######## design 1 ########
Design 1, cell sizes after repair:
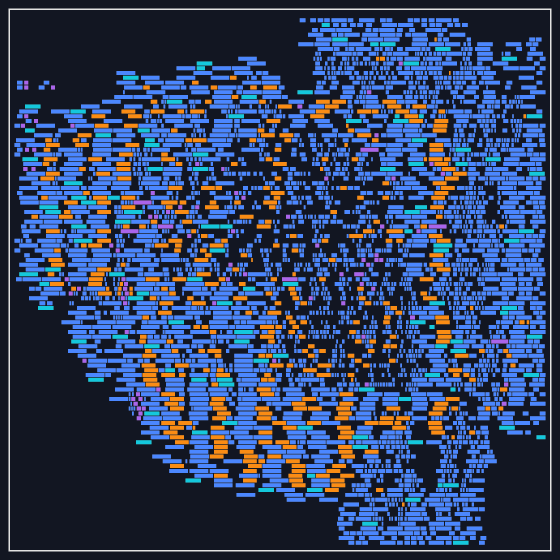

**src/rtl/pulse_inject_pkg.sv**
```systemverilog
// Shared types and arithmetic helpers for the matched pulse injector.
package pulse_inject_pkg;

  typedef enum logic {
    IDLE,
    PLAY
  } state_t;

  // Signed add clamped to the range of a w-bit two's-complement sample.
  function automatic int sat_add(input int a, input int b, input int w);
    int s;
    int hi;
    int lo;
    s  = a + b;
    hi = (1 << (w - 1)) - 1;
    lo = -hi - 1;
    if (s > hi) return hi;
    if (s < lo) return lo;
    return s;
  endfunction

endpackage

```
**src/rtl/inject_sat_add.sv**
```systemverilog
// One output lane: registered saturating sum of a sample and a gain-scaled template word.
module inject_sat_add
  import pulse_inject_pkg::*;
#(
  parameter int INBITS = 12
) (
  input  logic                     aclk,
  input  logic                     aresetn,
  input  logic signed [INBITS-1:0] smp,
  input  logic signed [INBITS-1:0] tmpl,
  input  logic        [1:0]        gain,
  output logic signed [INBITS-1:0] sum
);

  // Second latency stage: scale template, add, saturate, register.
  always_ff @(posedge aclk or negedge aresetn) begin
    if (!aresetn) begin
      sum <= '0;
    end else begin
      sum <= INBITS'(sat_add(int'(smp), int'(tmpl >>> gain), INBITS));
    end
  end

endmodule

```
**src/rtl/matched_pulse_injector.sv**
```systemverilog
// Plays a stored impulse template into the parallel sample stream at a chosen
// lane phase and gain; a fixed two-clock passthrough when not playing.
module matched_pulse_injector
  import pulse_inject_pkg::*;
#(
  parameter int INBITS   = 12,
  parameter int NSAMP    = 8,
  parameter int TMPL_LEN = 32
) (
  input  logic                        aclk,
  input  logic                        aresetn,
  input  logic [NSAMP*INBITS-1:0]     data_i,
  output logic [NSAMP*INBITS-1:0]     data_o,
  input  logic                        trig_valid_i,
  output logic                        trig_ready_o,
  input  logic [$clog2(NSAMP)-1:0]    trig_phase_i,
  input  logic [1:0]                  trig_gain_i,
  input  logic                        tmpl_wr_i,
  input  logic [$clog2(TMPL_LEN)-1:0] tmpl_addr_i,
  input  logic signed [INBITS-1:0]    tmpl_dat_i,
  output logic                        busy_o,
  output logic                        wr_drop_o
);

  localparam int PW    = $clog2(NSAMP);
  localparam int AW    = $clog2(TMPL_LEN);
  localparam int NWORD = TMPL_LEN / NSAMP;
  localparam int BW    = $clog2(NWORD + 1);

  state_t                   state, state_nxt;
  logic [BW-1:0]            beat, beat_nxt, last_beat;
  logic [PW-1:0]            phase_q, phase_nxt;
  logic [1:0]               gain_q, gain_nxt;
  logic                     accept;
  logic                     wr_ok;

  logic signed [INBITS-1:0] mem    [TMPL_LEN];
  logic signed [INBITS-1:0] win    [2*NSAMP];
  logic signed [INBITS-1:0] lane_t [NSAMP];
  logic signed [INBITS-1:0] smp1   [NSAMP];
  logic signed [INBITS-1:0] tmpl1  [NSAMP];
  logic        [1:0]        gain1;

  assign trig_ready_o = aresetn && (state == IDLE);
  assign accept       = trig_valid_i && trig_ready_o;
  assign wr_ok        = tmpl_wr_i && trig_ready_o && !accept;
  assign busy_o       = (state == PLAY);
  // A nonzero phase spills the template tail into one extra beat.
  assign last_beat    = (phase_q != '0) ? BW'(NWORD) : BW'(NWORD - 1);

  // Control state register.
  always_ff @(posedge aclk or negedge aresetn) begin
    if (!aresetn) begin
      state   <= IDLE;
      beat    <= '0;
      phase_q <= '0;
      gain_q  <= '0;
    end else begin
      state   <= state_nxt;
      beat    <= beat_nxt;
      phase_q <= phase_nxt;
      gain_q  <= gain_nxt;
    end
  end

  // Next-state: accept a trigger in IDLE, step beats in PLAY.
  always_comb begin
    state_nxt = state;
    beat_nxt  = beat;
    phase_nxt = phase_q;
    gain_nxt  = gain_q;
    unique case (state)
      IDLE: begin
        if (accept) begin
          state_nxt = PLAY;
          beat_nxt  = '0;
          phase_nxt = trig_phase_i;
          gain_nxt  = trig_gain_i;
        end
      end
      PLAY: begin
        if (beat == last_beat) begin
          state_nxt = IDLE;
          beat_nxt  = '0;
        end else begin
          beat_nxt = beat + 1'b1;
        end
      end
      default: state_nxt = IDLE;
    endcase
  end

  // Sticky flag for template writes refused while playing or on the accept cycle.
  always_ff @(posedge aclk or negedge aresetn) begin
    if (!aresetn) begin
      wr_drop_o <= 1'b0;
    end else if (tmpl_wr_i && !wr_ok) begin
      wr_drop_o <= 1'b1;
    end
  end

  // Template store write port; contents survive reset.
  always_ff @(posedge aclk) begin
    if (wr_ok) begin
      mem[tmpl_addr_i] <= tmpl_dat_i;
    end
  end

  // Window = template words beat-1 and beat; out-of-range positions read as zero.
  for (genvar i = 0; i < 2*NSAMP; i++) begin : g_win
    logic [31:0] base;
    logic        in_rng;
    assign base   = 32'(beat) * 32'(NSAMP) + 32'(i);
    assign in_rng = (base >= 32'(NSAMP)) && (base < 32'(TMPL_LEN + NSAMP));
    assign win[i] = in_rng ? mem[AW'(base - 32'(NSAMP))] : '0;
  end

  // Lane j takes window position NSAMP+j-phase, i.e. template index beat*NSAMP+j-phase.
  for (genvar j = 0; j < NSAMP; j++) begin : g_lane
    logic [PW:0] sel;
    assign sel       = (PW+1)'(NSAMP + j) - {1'b0, phase_q};
    assign lane_t[j] = win[sel];

    inject_sat_add #(.INBITS(INBITS)) u_add (
      .aclk    (aclk),
      .aresetn (aresetn),
      .smp     (smp1[j]),
      .tmpl    (tmpl1[j]),
      .gain    (gain1),
      .sum     (data_o[j*INBITS +: INBITS])
    );
  end

  // First latency stage: capture samples and the registered template read.
  always_ff @(posedge aclk or negedge aresetn) begin
    if (!aresetn) begin
      smp1  <= '{default: '0};
      tmpl1 <= '{default: '0};
      gain1 <= '0;
    end else begin
      for (int unsigned j = 0; j < NSAMP; j++) begin
        smp1[j]  <= data_i[j*INBITS +: INBITS];
        tmpl1[j] <= busy_o ? lane_t[j] : '0;
      end
      gain1 <= gain_q;
    end
  end

endmodule

```
**config.mk**
```make
export PLATFORM = sky130hd
export DESIGN_NAME = matched_pulse_injector
export DESIGN_NICKNAME = d
export VERILOG_FILES = /design/src/rtl/pulse_inject_pkg.sv /design/src/rtl/inject_sat_add.sv /design/src/rtl/matched_pulse_injector.sv
export SDC_FILE = /design/constraint.sdc
export NUM_CORES = 1
export LEC_CHECK = 0
export CAP_MARGIN = 5
export CORE_MARGIN = 2
export CORE_UTILIZATION = 46
export DETAILED_ROUTE_END_ITERATION = 12
export PLACE_DENSITY = 0.76
export SLEW_MARGIN = 5
export SYNTH_ARGS = -nofsm -noshare
export SYNTH_HDL_FRONTEND = slang
export SYNTH_SLANG_ARGS = --single-unit
export TNS_END_PERCENT = 10
```
**constraint.sdc**
```tcl
create_clock -name aclk -period 6.1 [get_ports aclk]
set_input_delay 0.915 -clock aclk [delete_from_list [all_inputs] [get_ports aclk]]
set_output_delay 0.915 -clock aclk [all_outputs]
set_load 0.02 [all_outputs]
```
######## design 2 ########
**src/rtl/shiftreg_pkg.sv**
```systemverilog
// Shared defaults, FSM encoding and count sizing for the configuration shift-register loader.
package shiftreg_pkg;

    localparam int unsigned SizeDynDefault  = 16;
    localparam int unsigned SizeStatDefault = 88;

    typedef enum logic [1:0] {
        StIdle,
        StShiftDyn,
        StShiftStat,
        StHold
    } state_e;

    // Room for counts 0..size+1 so the saturation value never wraps.
    function automatic int unsigned cnt_width(input int unsigned size);
        return $clog2(size + 2);
    endfunction

endpackage

```
**src/rtl/sr_capture.sv**
```systemverilog
// One configuration channel: serial shift register, saturating bit counter and a
// shadow register that latches the shifted word with a one-cycle valid pulse.
module sr_capture
    import shiftreg_pkg::*;
#(
    parameter int unsigned Size = SizeDynDefault,
    parameter int unsigned CntW = cnt_width(SizeStatDefault)
) (
    input  logic            clk_i,
    input  logic            rst_i,
    input  logic            start_i,
    input  logic            shift_i,
    input  logic            latch_i,
    input  logic            bit_i,
    output logic [Size-1:0] cfg_o,
    output logic            valid_o,
    output logic            cnt_ok_o
);

    localparam logic [CntW-1:0] SizeCnt = CntW'(Size);
    localparam logic [CntW-1:0] SatCnt  = CntW'(Size + 1);

    logic [Size-1:0] sr_q, sr_d;
    logic [Size-1:0] cfg_q, cfg_d;
    logic [CntW-1:0] cnt_q, cnt_d;
    logic            valid_q, valid_d;

    always_comb begin
        sr_d    = sr_q;
        cnt_d   = cnt_q;
        cfg_d   = cfg_q;
        valid_d = latch_i;
        if (start_i || shift_i) begin
            sr_d = {sr_q[Size-2:0], bit_i};
        end
        // A fresh sequence restarts at 1; stale register bits are shifted out naturally.
        if (start_i) begin
            cnt_d = CntW'(1);
        end else if (shift_i && (cnt_q != SatCnt)) begin
            cnt_d = cnt_q + 1'b1;
        end
        if (latch_i) begin
            cfg_d = sr_q;
        end
    end

    always_ff @(posedge clk_i or posedge rst_i) begin
        if (rst_i) begin
            sr_q    <= '0;
            cnt_q   <= '0;
            cfg_q   <= '0;
            valid_q <= 1'b0;
        end else begin
            sr_q    <= sr_d;
            cnt_q   <= cnt_d;
            cfg_q   <= cfg_d;
            valid_q <= valid_d;
        end
    end

    assign cfg_o    = cfg_q;
    assign valid_o  = valid_q;
    assign cnt_ok_o = (cnt_q == SizeCnt);

endmodule

```
**src/rtl/shift_reg_loader.sv**
```systemverilog
// Loads dynamic and static configuration words from a shared serial line; the FSM steers
// one capture channel at a time and flags length or select-protocol errors.
module shift_reg_loader
    import shiftreg_pkg::*;
#(
    parameter int unsigned SIZESRDYN  = SizeDynDefault,
    parameter int unsigned SIZESRSTAT = SizeStatDefault
) (
    input  logic                  CLK,
    input  logic                  RST,
    input  logic                  sel_dyn,
    input  logic                  sel_stat,
    input  logic                  en_fin,
    input  logic                  signal_out,
    input  logic                  err_clr,
    output logic [SIZESRDYN-1:0]  dyn_cfg,
    output logic [SIZESRSTAT-1:0] stat_cfg,
    output logic                  dyn_valid,
    output logic                  stat_valid,
    output logic                  len_err,
    output logic                  busy
);

    localparam int unsigned SizeMax = (SIZESRSTAT > SIZESRDYN) ? SIZESRSTAT : SIZESRDYN;
    localparam int unsigned CntW    = cnt_width(SizeMax);

    state_e state_q, state_d;
    logic   len_err_q, len_err_d;
    logic   act_dyn, act_stat;
    logic   start_dyn, shift_dyn, latch_dyn, dyn_cnt_ok;
    logic   start_stat, shift_stat, latch_stat, stat_cnt_ok;
    logic   err_set;

    assign act_dyn  = sel_dyn & ~sel_stat & ~en_fin;
    assign act_stat = sel_stat & ~sel_dyn & ~en_fin;

    always_comb begin
        state_d    = state_q;
        start_dyn  = 1'b0;
        shift_dyn  = 1'b0;
        latch_dyn  = 1'b0;
        start_stat = 1'b0;
        shift_stat = 1'b0;
        latch_stat = 1'b0;
        err_set    = 1'b0;
        unique case (state_q)
            StIdle: begin
                if (act_dyn) begin
                    start_dyn = 1'b1;
                    state_d   = StShiftDyn;
                end else if (act_stat) begin
                    start_stat = 1'b1;
                    state_d    = StShiftStat;
                end else if (en_fin) begin
                    state_d = StHold;
                end
                if (sel_dyn && sel_stat) begin
                    err_set = 1'b1;
                end
            end
            StShiftDyn: begin
                if (act_dyn) begin
                    shift_dyn = 1'b1;
                end else begin
                    // Exit cycle: its serial bit is never shifted, whatever caused the exit.
                    latch_dyn = dyn_cnt_ok;
                    err_set   = ~dyn_cnt_ok;
                    state_d   = en_fin ? StHold : StIdle;
                end
            end
            StShiftStat: begin
                if (act_stat) begin
                    shift_stat = 1'b1;
                end else begin
                    latch_stat = stat_cnt_ok;
                    err_set    = ~stat_cnt_ok;
                    state_d    = en_fin ? StHold : StIdle;
                end
            end
            StHold: begin
                if (!en_fin) begin
                    state_d = StIdle;
                end
            end
            default: state_d = StIdle;
        endcase
    end

    // Setting wins over a simultaneous clear.
    always_comb begin
        len_err_d = len_err_q;
        if (err_set) begin
            len_err_d = 1'b1;
        end else if (err_clr) begin
            len_err_d = 1'b0;
        end
    end

    always_ff @(posedge CLK or posedge RST) begin
        if (RST) begin
            state_q   <= StIdle;
            len_err_q <= 1'b0;
        end else begin
            state_q   <= state_d;
            len_err_q <= len_err_d;
        end
    end

    sr_capture #(
        .Size (SIZESRDYN),
        .CntW (CntW)
    ) u_dyn (
        .clk_i    (CLK),
        .rst_i    (RST),
        .start_i  (start_dyn),
        .shift_i  (shift_dyn),
        .latch_i  (latch_dyn),
        .bit_i    (signal_out),
        .cfg_o    (dyn_cfg),
        .valid_o  (dyn_valid),
        .cnt_ok_o (dyn_cnt_ok)
    );

    sr_capture #(
        .Size (SIZESRSTAT),
        .CntW (CntW)
    ) u_stat (
        .clk_i    (CLK),
        .rst_i    (RST),
        .start_i  (start_stat),
        .shift_i  (shift_stat),
        .latch_i  (latch_stat),
        .bit_i    (signal_out),
        .cfg_o    (stat_cfg),
        .valid_o  (stat_valid),
        .cnt_ok_o (stat_cnt_ok)
    );

    assign len_err = len_err_q;
    assign busy    = (state_q == StShiftDyn) || (state_q == StShiftStat);

endmodule

```
**config.mk**
```make
export PLATFORM = sky130hd
export DESIGN_NAME = shift_reg_loader
export DESIGN_NICKNAME = d
export VERILOG_FILES = /design/src/rtl/shiftreg_pkg.sv /design/src/rtl/sr_capture.sv /design/src/rtl/shift_reg_loader.sv
export SDC_FILE = /design/constraint.sdc
export NUM_CORES = 1
export LEC_CHECK = 0
export CORE_ASPECT_RATIO = 2
export CORE_MARGIN = 2
export CORE_UTILIZATION = 55
export CTS_BUF_LIST = sky130_fd_sc_hd__clkbuf_8
export DETAILED_ROUTE_END_ITERATION = 6
export GPL_TIMING_DRIVEN = 0
export PLACE_DENSITY = 0.83
export SLEW_MARGIN = 5
export SYNTH_ARGS = -nofsm -noshare
export SYNTH_HDL_FRONTEND = slang
export SYNTH_HIERARCHICAL = 1
export SYNTH_SLANG_ARGS = --single-unit
export TNS_END_PERCENT = 30
```
**constraint.sdc**
```tcl
create_clock -name CLK -period 13.6 [get_ports CLK]
set_input_delay 3.4 -clock CLK [delete_from_list [all_inputs] [get_ports CLK]]
set_output_delay 3.4 -clock CLK [all_outputs]
set_load 0.05 [all_outputs]
```
######## design 3 ########
**src/rtl/mul16u_share_arb.sv**
```systemverilog
// Four-requester round-robin front end for one shared 16x16 unsigned multiplier.
// Results return through a credit-limited in-order FIFO tagged with the requester id.
module mul16u_share_arb #(
    parameter int LAT        = 2,
    parameter int FIFO_DEPTH = 4
) (
    input  logic        clk,
    input  logic        rst,
    input  logic [3:0]  REQ_VALID,
    output logic [3:0]  REQ_READY,
    input  logic [63:0] REQ_A,
    input  logic [63:0] REQ_B,
    output logic [15:0] MA,
    output logic [15:0] MB,
    input  logic [31:0] MO,
    output logic [31:0] O,
    output logic [1:0]  O_ID,
    output logic        O_VALID,
    input  logic        O_READY,
    output logic        BUSY
);
    localparam int AW = $clog2(FIFO_DEPTH);
    localparam int CW = AW + 1;

    logic [1:0]    ptr;
    logic [CW-1:0] inflight;
    logic [CW-1:0] count;
    logic [AW-1:0] wr_ptr;
    logic [AW-1:0] rd_ptr;
    logic [31:0]   mem_data [FIFO_DEPTH];
    logic [1:0]    mem_id   [FIFO_DEPTH];
    logic [LAT:0]  tag_vld;
    logic [1:0]    tag_id   [LAT+1];

    logic [1:0] gnt_idx;
    logic [1:0] idx;
    logic       any_vld;
    logic       can_issue;
    logic       fire;
    logic       push;
    logic       pop;

    // Credits count both ops in the multiplier and results parked in the FIFO,
    // so a push can never find the FIFO full.
    assign can_issue = ({1'b0, inflight} + {1'b0, count}) < (CW+1)'(FIFO_DEPTH);

    always_comb begin
        gnt_idx = '0;
        idx     = '0;
        any_vld = 1'b0;
        // Walk from lowest to highest priority so the highest-priority hit wins.
        for (int k = 3; k >= 0; k--) begin
            idx = ptr + 2'(k);
            if (REQ_VALID[idx]) begin
                gnt_idx = idx;
                any_vld = 1'b1;
            end
        end
    end

    assign REQ_READY = (any_vld && can_issue && !rst) ? (4'b0001 << gnt_idx) : 4'b0000;
    assign fire      = |(REQ_VALID & REQ_READY);
    assign push      = tag_vld[LAT];
    assign O_VALID   = (count != '0);
    assign pop       = O_VALID & O_READY;
    assign O         = O_VALID ? mem_data[rd_ptr] : 32'd0;
    assign O_ID      = O_VALID ? mem_id[rd_ptr] : 2'd0;
    assign BUSY      = (inflight != '0) | (count != '0);

    always_ff @(posedge clk) begin
        if (rst) begin
            ptr <= 2'd0;
            MA  <= 16'd0;
            MB  <= 16'd0;
        end else begin
            if (fire) ptr <= gnt_idx + 2'd1;
            MA <= fire ? REQ_A[{gnt_idx, 4'b0000} +: 16] : 16'd0;
            MB <= fire ? REQ_B[{gnt_idx, 4'b0000} +: 16] : 16'd0;
        end
    end

    // Tag stage k is valid in the cycle the op is k cycles past MA/MB.
    always_ff @(posedge clk) begin
        if (rst) begin
            tag_vld <= '0;
            for (int k = 0; k <= LAT; k++) tag_id[k] <= 2'd0;
        end else begin
            tag_vld[0] <= fire;
            tag_id[0]  <= gnt_idx;
            for (int k = 1; k <= LAT; k++) begin
                tag_vld[k] <= tag_vld[k-1];
                tag_id[k]  <= tag_id[k-1];
            end
        end
    end

    always_ff @(posedge clk) begin
        if (rst) begin
            inflight <= '0;
        end else if (fire && !push) begin
            inflight <= inflight + 1'b1;
        end else if (!fire && push) begin
            inflight <= inflight - 1'b1;
        end
    end

    always_ff @(posedge clk) begin
        if (rst) begin
            wr_ptr <= '0;
            rd_ptr <= '0;
            count  <= '0;
        end else begin
            if (push) wr_ptr <= wr_ptr + 1'b1;
            if (pop)  rd_ptr <= rd_ptr + 1'b1;
            if (push && !pop)      count <= count + 1'b1;
            else if (!push && pop) count <= count - 1'b1;
        end
    end

    always_ff @(posedge clk) begin
        if (push) begin
            mem_data[wr_ptr] <= MO;
            mem_id[wr_ptr]   <= tag_id[LAT];
        end
    end

    a_no_overflow: assert property (@(posedge clk) disable iff (rst)
        !(push && count == CW'(FIFO_DEPTH)));

endmodule
```
**config.mk**
```make
export PLATFORM = sky130hd
export DESIGN_NAME = mul16u_share_arb
export DESIGN_NICKNAME = d
export VERILOG_FILES = /design/src/rtl/mul16u_share_arb.sv
export SDC_FILE = /design/constraint.sdc
export NUM_CORES = 1
export LEC_CHECK = 0
export ABC_AREA = 0
export CORE_UTILIZATION = 40
export DETAILED_ROUTE_END_ITERATION = 10
export PLACE_DENSITY = 0.78
export RECOVER_POWER = 50
export SLEW_MARGIN = 40
export SYNTH_ARGS = -nofsm -noshare
export SYNTH_HDL_FRONTEND = slang
export SYNTH_SLANG_ARGS = --single-unit
```
**constraint.sdc**
```tcl
create_clock -name clk -period 3.3 [get_ports clk]
set_input_delay 0.66 -clock clk [delete_from_list [all_inputs] [get_ports clk]]
set_output_delay 0.66 -clock clk [all_outputs]
set_load 0.01 [all_outputs]
```
Design 1, routed clock nets over the placement:
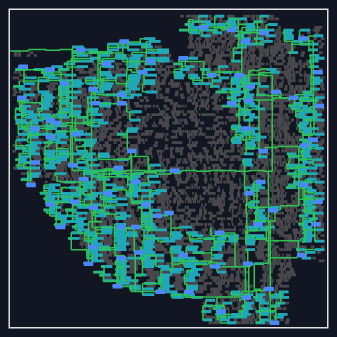
Key: cells driving clock nets = blue [count 78]; clock wires = green [length 8770 um]; flip-flops = cyan [count 684]
There are 79 routed clock nets. Position of the flops: all over the die.
clock skew: 0.0268 ns

## Picture notes: 'cell sizes after repair' of design 1
Key: drive 1 or less = blue [cells 3162]; drive 6 and up = cyan [cells 114]; drive 3 to 4 = purple [cells 85]; drive 2 = orange [cells 405]
crit path setup slack, layout: 0.609 ns
area overhead of the layout relative to synthesis: 14.0%

==> out/notes.md, design 1 <==
Per the synthesis report, the number of distinct cell types is 87. The register bank with the most flops was mem. The flop and latch count out of synthesis was 684. Top flip-flop cell by instance count after synthesis: sky130_fd_sc_hd__edfxtp_1. The slowest library cell on the worst path was sky130_fd_sc_hd__dfrtp_4. Data arrives at the worst endpoint at 6.08 ns. The first global-routing pass estimated 194000 um of wire. For the via count of the first global-routing pass, the log shows 30300. The number of antenna violations at the first check in global routing came out at 5.

The number of post-CTS setup repair buffers is 0. With the post-synthesis area per instance at 11.8 um2, the slack of the worst reg-to-reg path is 0.61 ns. The capture point of the critical path was reported as g_lane[0].u_add.sum[1]. The final max-slew violation count recorded for this run is 0.

In the layout the commonest cells are sky130_fd_sc_hd__edfxtp_1 (384), sky130_fd_sc_hd__nor2_1 (294), sky130_fd_sc_hd__dfrtp_1 (294). The fraction of registers with async set or reset after synthesis is 0.439. The horizontal die dimension is 306 um, and the starting utilization of the core area is 0.466.

The DRC violation total left in the routed layout is recorded as 0. The mapped netlist covers 42100 um2. The type of the worst setup path is reg -> reg.

Wire segments on met2 add up to 58300 um in the final route. The clock slew seen by the registers of the worst setup and hold paths was 0.06 ns. The floorplan has 110 rows.

TritonCTS built the clock tree. The run gives 3 as the number of levels in the clock H-tree. The fraction of final layout cells sized beyond drive strength 1 was 0.160.

Setup repair after global routing left no endpoint under its margin. The flow ran to the end, and the final reports show no timing, DRC or antenna violations.
-- design 1: worst reg2reg max path, delay by kind of cell, from the launching register on --
kind / cells / cell delay [ns]
mux: 1 / 0.54
simple gates: 5 / 1.07
flops: 1 / 0.91
buf+inv: 1 / 0.35
fa+ha+maj: 3 / 1.12
compound gates: 6 / 1.42
-- design 1: cell families after synthesis --
kind of cell / synth area share
flip-flops: 0.453
XOR/XNOR: 0.0125
adder cells (fa/ha/maj): 0.0588
multiplexers: 0.210
AND/OR/NAND/NOR: 0.0892
AND-OR/OR-AND: 0.142
buffers and inverters: 0.0356
-- design 1: area by class of cell --
type | count | area share
clock buffers | 103 | 0.0448
inverters | 84 | 0.00663
repair buffers | 293 | 0.0595
clock inverters | 41 | 0.0110
well taps | 1176 | 0.0307
flip-flops and latches | 684 | 0.397
multi-input cells | 2561 | 0.450
-- design 1: per-stage QoR --
stage          cell area, um2  setup slack, ns  utilization
2_1_floorplan           42100            0.961            -
3_3_place_gp            45300            0.777        0.502
3_5_place_dp            45300            0.587        0.502
4_1_cts                 48000            0.631        0.531
5_1_grt                 48000            0.159        0.531
6_report                48000            0.609        0.531
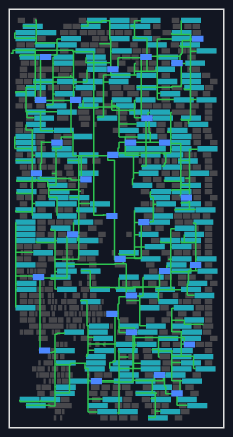
Design 2: routed clock nets over the placement
Key: cells driving clock nets = blue [count 30]; flip-flops = cyan [count 227]; clock wires = green [length 2670 um]
There are 31 routed clock nets. Position of the flops: all over the die.
clock latency at the later pin of the worst-skew pair: 0.54 ns

==> out/notes.md, design 2 <==
The vertical die size was 185 um; the simple-gate portion of the synthesized area was 0.0348. The fraction of final layout cells sized beyond drive strength 1 is 0.395, and the number of placed I/O pins is 115. The most critical hold endpoint after final layout shows a slack of 0.503 ns.

In the per-layer breakdown of the detailed-route log, met1 shows 6310 um. Final clock period utilization by the worst path: 0.409. The run gives 892 for the number of cells in the design after placement. TritonCTS built the clock tree.

The mux share of post-synthesis cell area was 0.274. Entering global routing, the biggest net connects 124 pins. The first global-routing pass estimated 28500 um of wire. OpenROAD emitted warnings numbering 37.

The routed design shows a wire length per standard cell of 18.0 um. The hold violation total from the final report came out at 0. For the relative max-transition margin, the log shows 0.452.

The number of signal-net buffers in the layout works out to 141. In this run the critical register-to-register path is captured at u_dyn/cfg_o[9]. The run gives 0.0166 for the synthesized-area fraction occupied by adder cells. Per the hold report, the tightest min-delay path originates at u_stat/sr_q[87].

The tools report the timing startpoint of the critical path as state_q[0]. For the count of instantiated cells in the yosys netlist, the log shows 573. The flow ran to the end, and the final reports show no timing, DRC or antenna violations.

CTS placed an instance of sky130_fd_sc_hd__clkbuf_8 at the clock tree root.
design 2: sequential cells by signal, summed over array words and instances, names as in the netlist:
signal          flops
state_q             2
u_stat/cnt_q        7
u_dyn/cnt_q         7
u_stat/valid_o      1
u_dyn/valid_o       1
u_stat/cfg_o       88
u_dyn/sr_q         16
len_err             1
u_stat/sr_q        88
u_dyn/cfg_o        16
design 2: through the flow:
stage	setup slack (ns)	cell area, um2
floorplan	5.20	9060
global placement	3.19	10500
detailed placement	7.77	10500
CTS	8.00	11200
global route	7.93	11200
finish	8.04	11200
design 2: worst max-delay path, delay by kind of cell (launching register included):
family,cells,cell delay [ns]
buf+inv,2,0.91
fa+ha+maj,1,0.30
flops,1,0.41
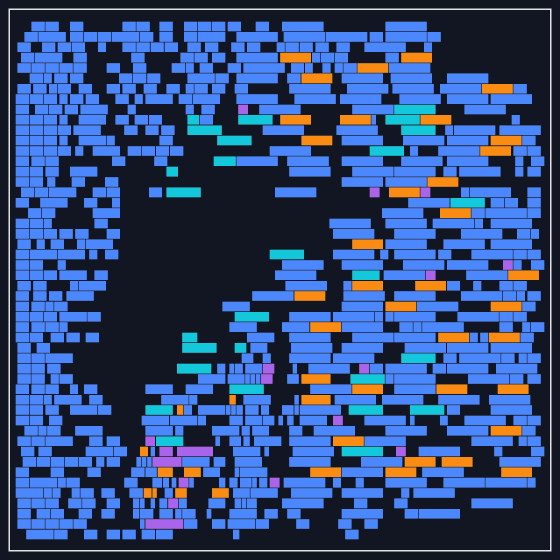
Design 3: cell sizes after repair
Key: drive 3 to 4 = purple [cells 18]; drive 6 and up = cyan [cells 27]; drive 1 or less = blue [cells 632]; drive 2 = orange [cells 45]
post-route cell area: 11100 um2
crit path setup slack, layout: 0.0929 ns
area overhead of the layout relative to synthesis: 42.0%
buffers outside the clock class: 250

==> out/notes.md, design 3 <==
The run finished, with violations left. The final reports fail on capacitance limit, slew limit. Max-slew check failures listed in the final report amount to 70. The worst-margin pin slew is 1.79 ns, and the insertion delay of the later-clocked pin in the worst-skew pair is 0.42 ns.

In this run the standard cell core region covers 18900 um2. CTS placed an instance of sky130_fd_sc_hd__clkbuf_16 at the clock tree root. The met2 layer usage reported by global route was 0.348. The longest clock path from root to sink contains 2 buffers.

In the layout the commonest cells are sky130_fd_sc_hd__clkdlybuf4s50_1 (205), sky130_fd_sc_hd__edfxtp_1 (136), sky130_fd_sc_hd__mux2i_1 (67). The number of enable-type register cells in the synthesized netlist came out at 136.

The worst register-to-register path has a depth of 11. The CTS log lists the clock sinks for this run as 191. The synthesized net count was 645.

Top flip-flop cell by instance count after synthesis: sky130_fd_sc_hd__edfxtp_1. The number of maximum-capacitance violations recorded for the run is 2. The worst setup slack after placement came out at -0.0475 ns.
==> design 3: area by class of cell <==
type	count	area, um2	share of cell area
clock inverters	14	158	0.0142
well taps	260	325	0.0293
repair buffers	250	2510	0.226
clock buffers	18	429	0.0387
multi-input cells	241	2450	0.221
flip-flops and latches	191	5190	0.468
inverters	8	30.0	0.00271
==> design 3: worst max-delay path: stages <==
cell and delay [ns]:
sky130_fd_sc_hd__clkdlybuf4s50_1 0.43, sky130_fd_sc_hd__nor4_2 0.36, sky130_fd_sc_hd__o311ai_4 0.21, sky130_fd_sc_hd__inv_2 0.14, sky130_fd_sc_hd__nand2_1 0.08, sky130_fd_sc_hd__nor2_1 0.11
sky130_fd_sc_hd__clkdlybuf4s50_1 0.56
==> design 3: state kept, by name, indices dropped and copies added, names as in the netlist, 3 cells and up, named ones only <==
register,cells
tag_vld,3
mem_id,8
inflight,3
tag_id,6
count,3
MB,16
MA,16
mem_data,128

## Gallery

Logic cells by family.
panel A
Bar = 50 um.
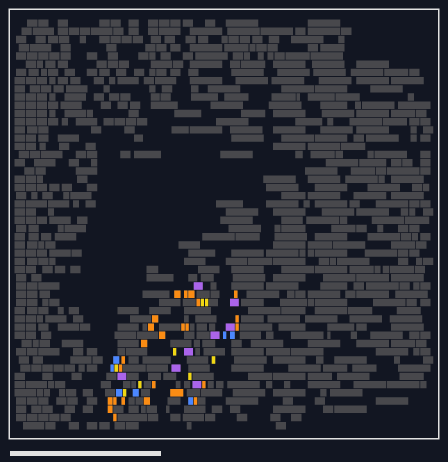
panel B
Bar = 100 um.
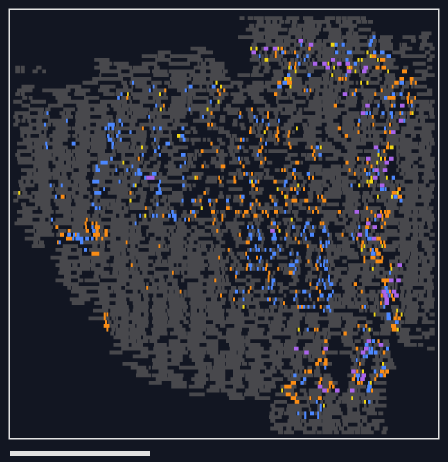
panel C
Bar = 20 um.
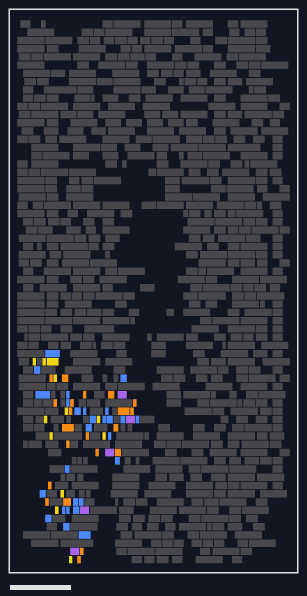
- most cells: panel B
- largest die: panel B
design 2 -> panel C
design 1 -> panel B
design 3 -> panel A

Key to panel B:
Key: inverters = yellow [cells 84]; XOR/XNOR gates = purple [cells 59, where a column on the right]; NOR gates = orange [cells 387, where all over the die]; NAND gates = blue [cells 375]



## Gallery

Signal wires on met3.
Cells faint in the background.
Plate I
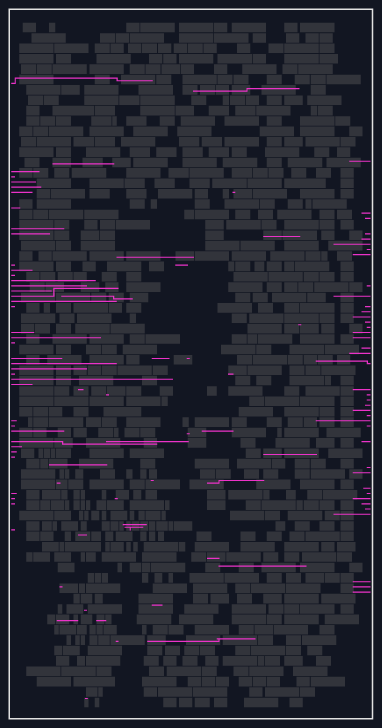
Plate II
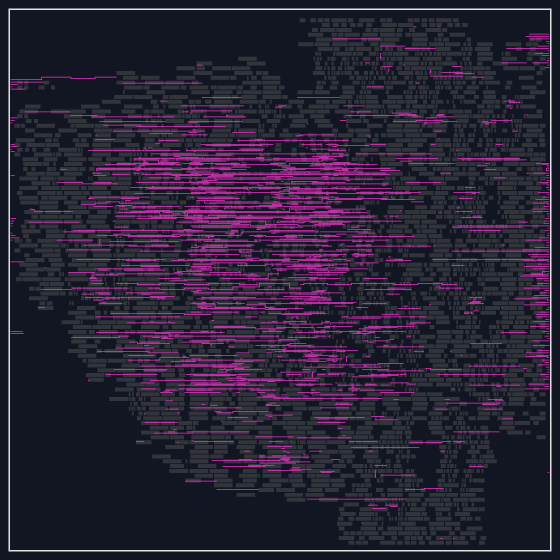
Plate III
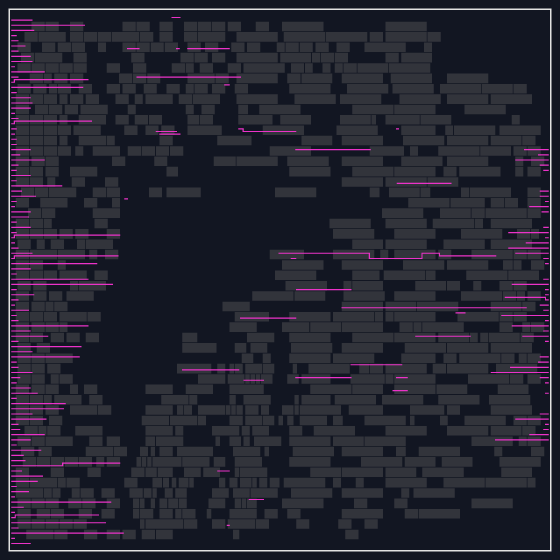
design 2 -> Plate I
design 3 -> Plate III
design 1 -> Plate II

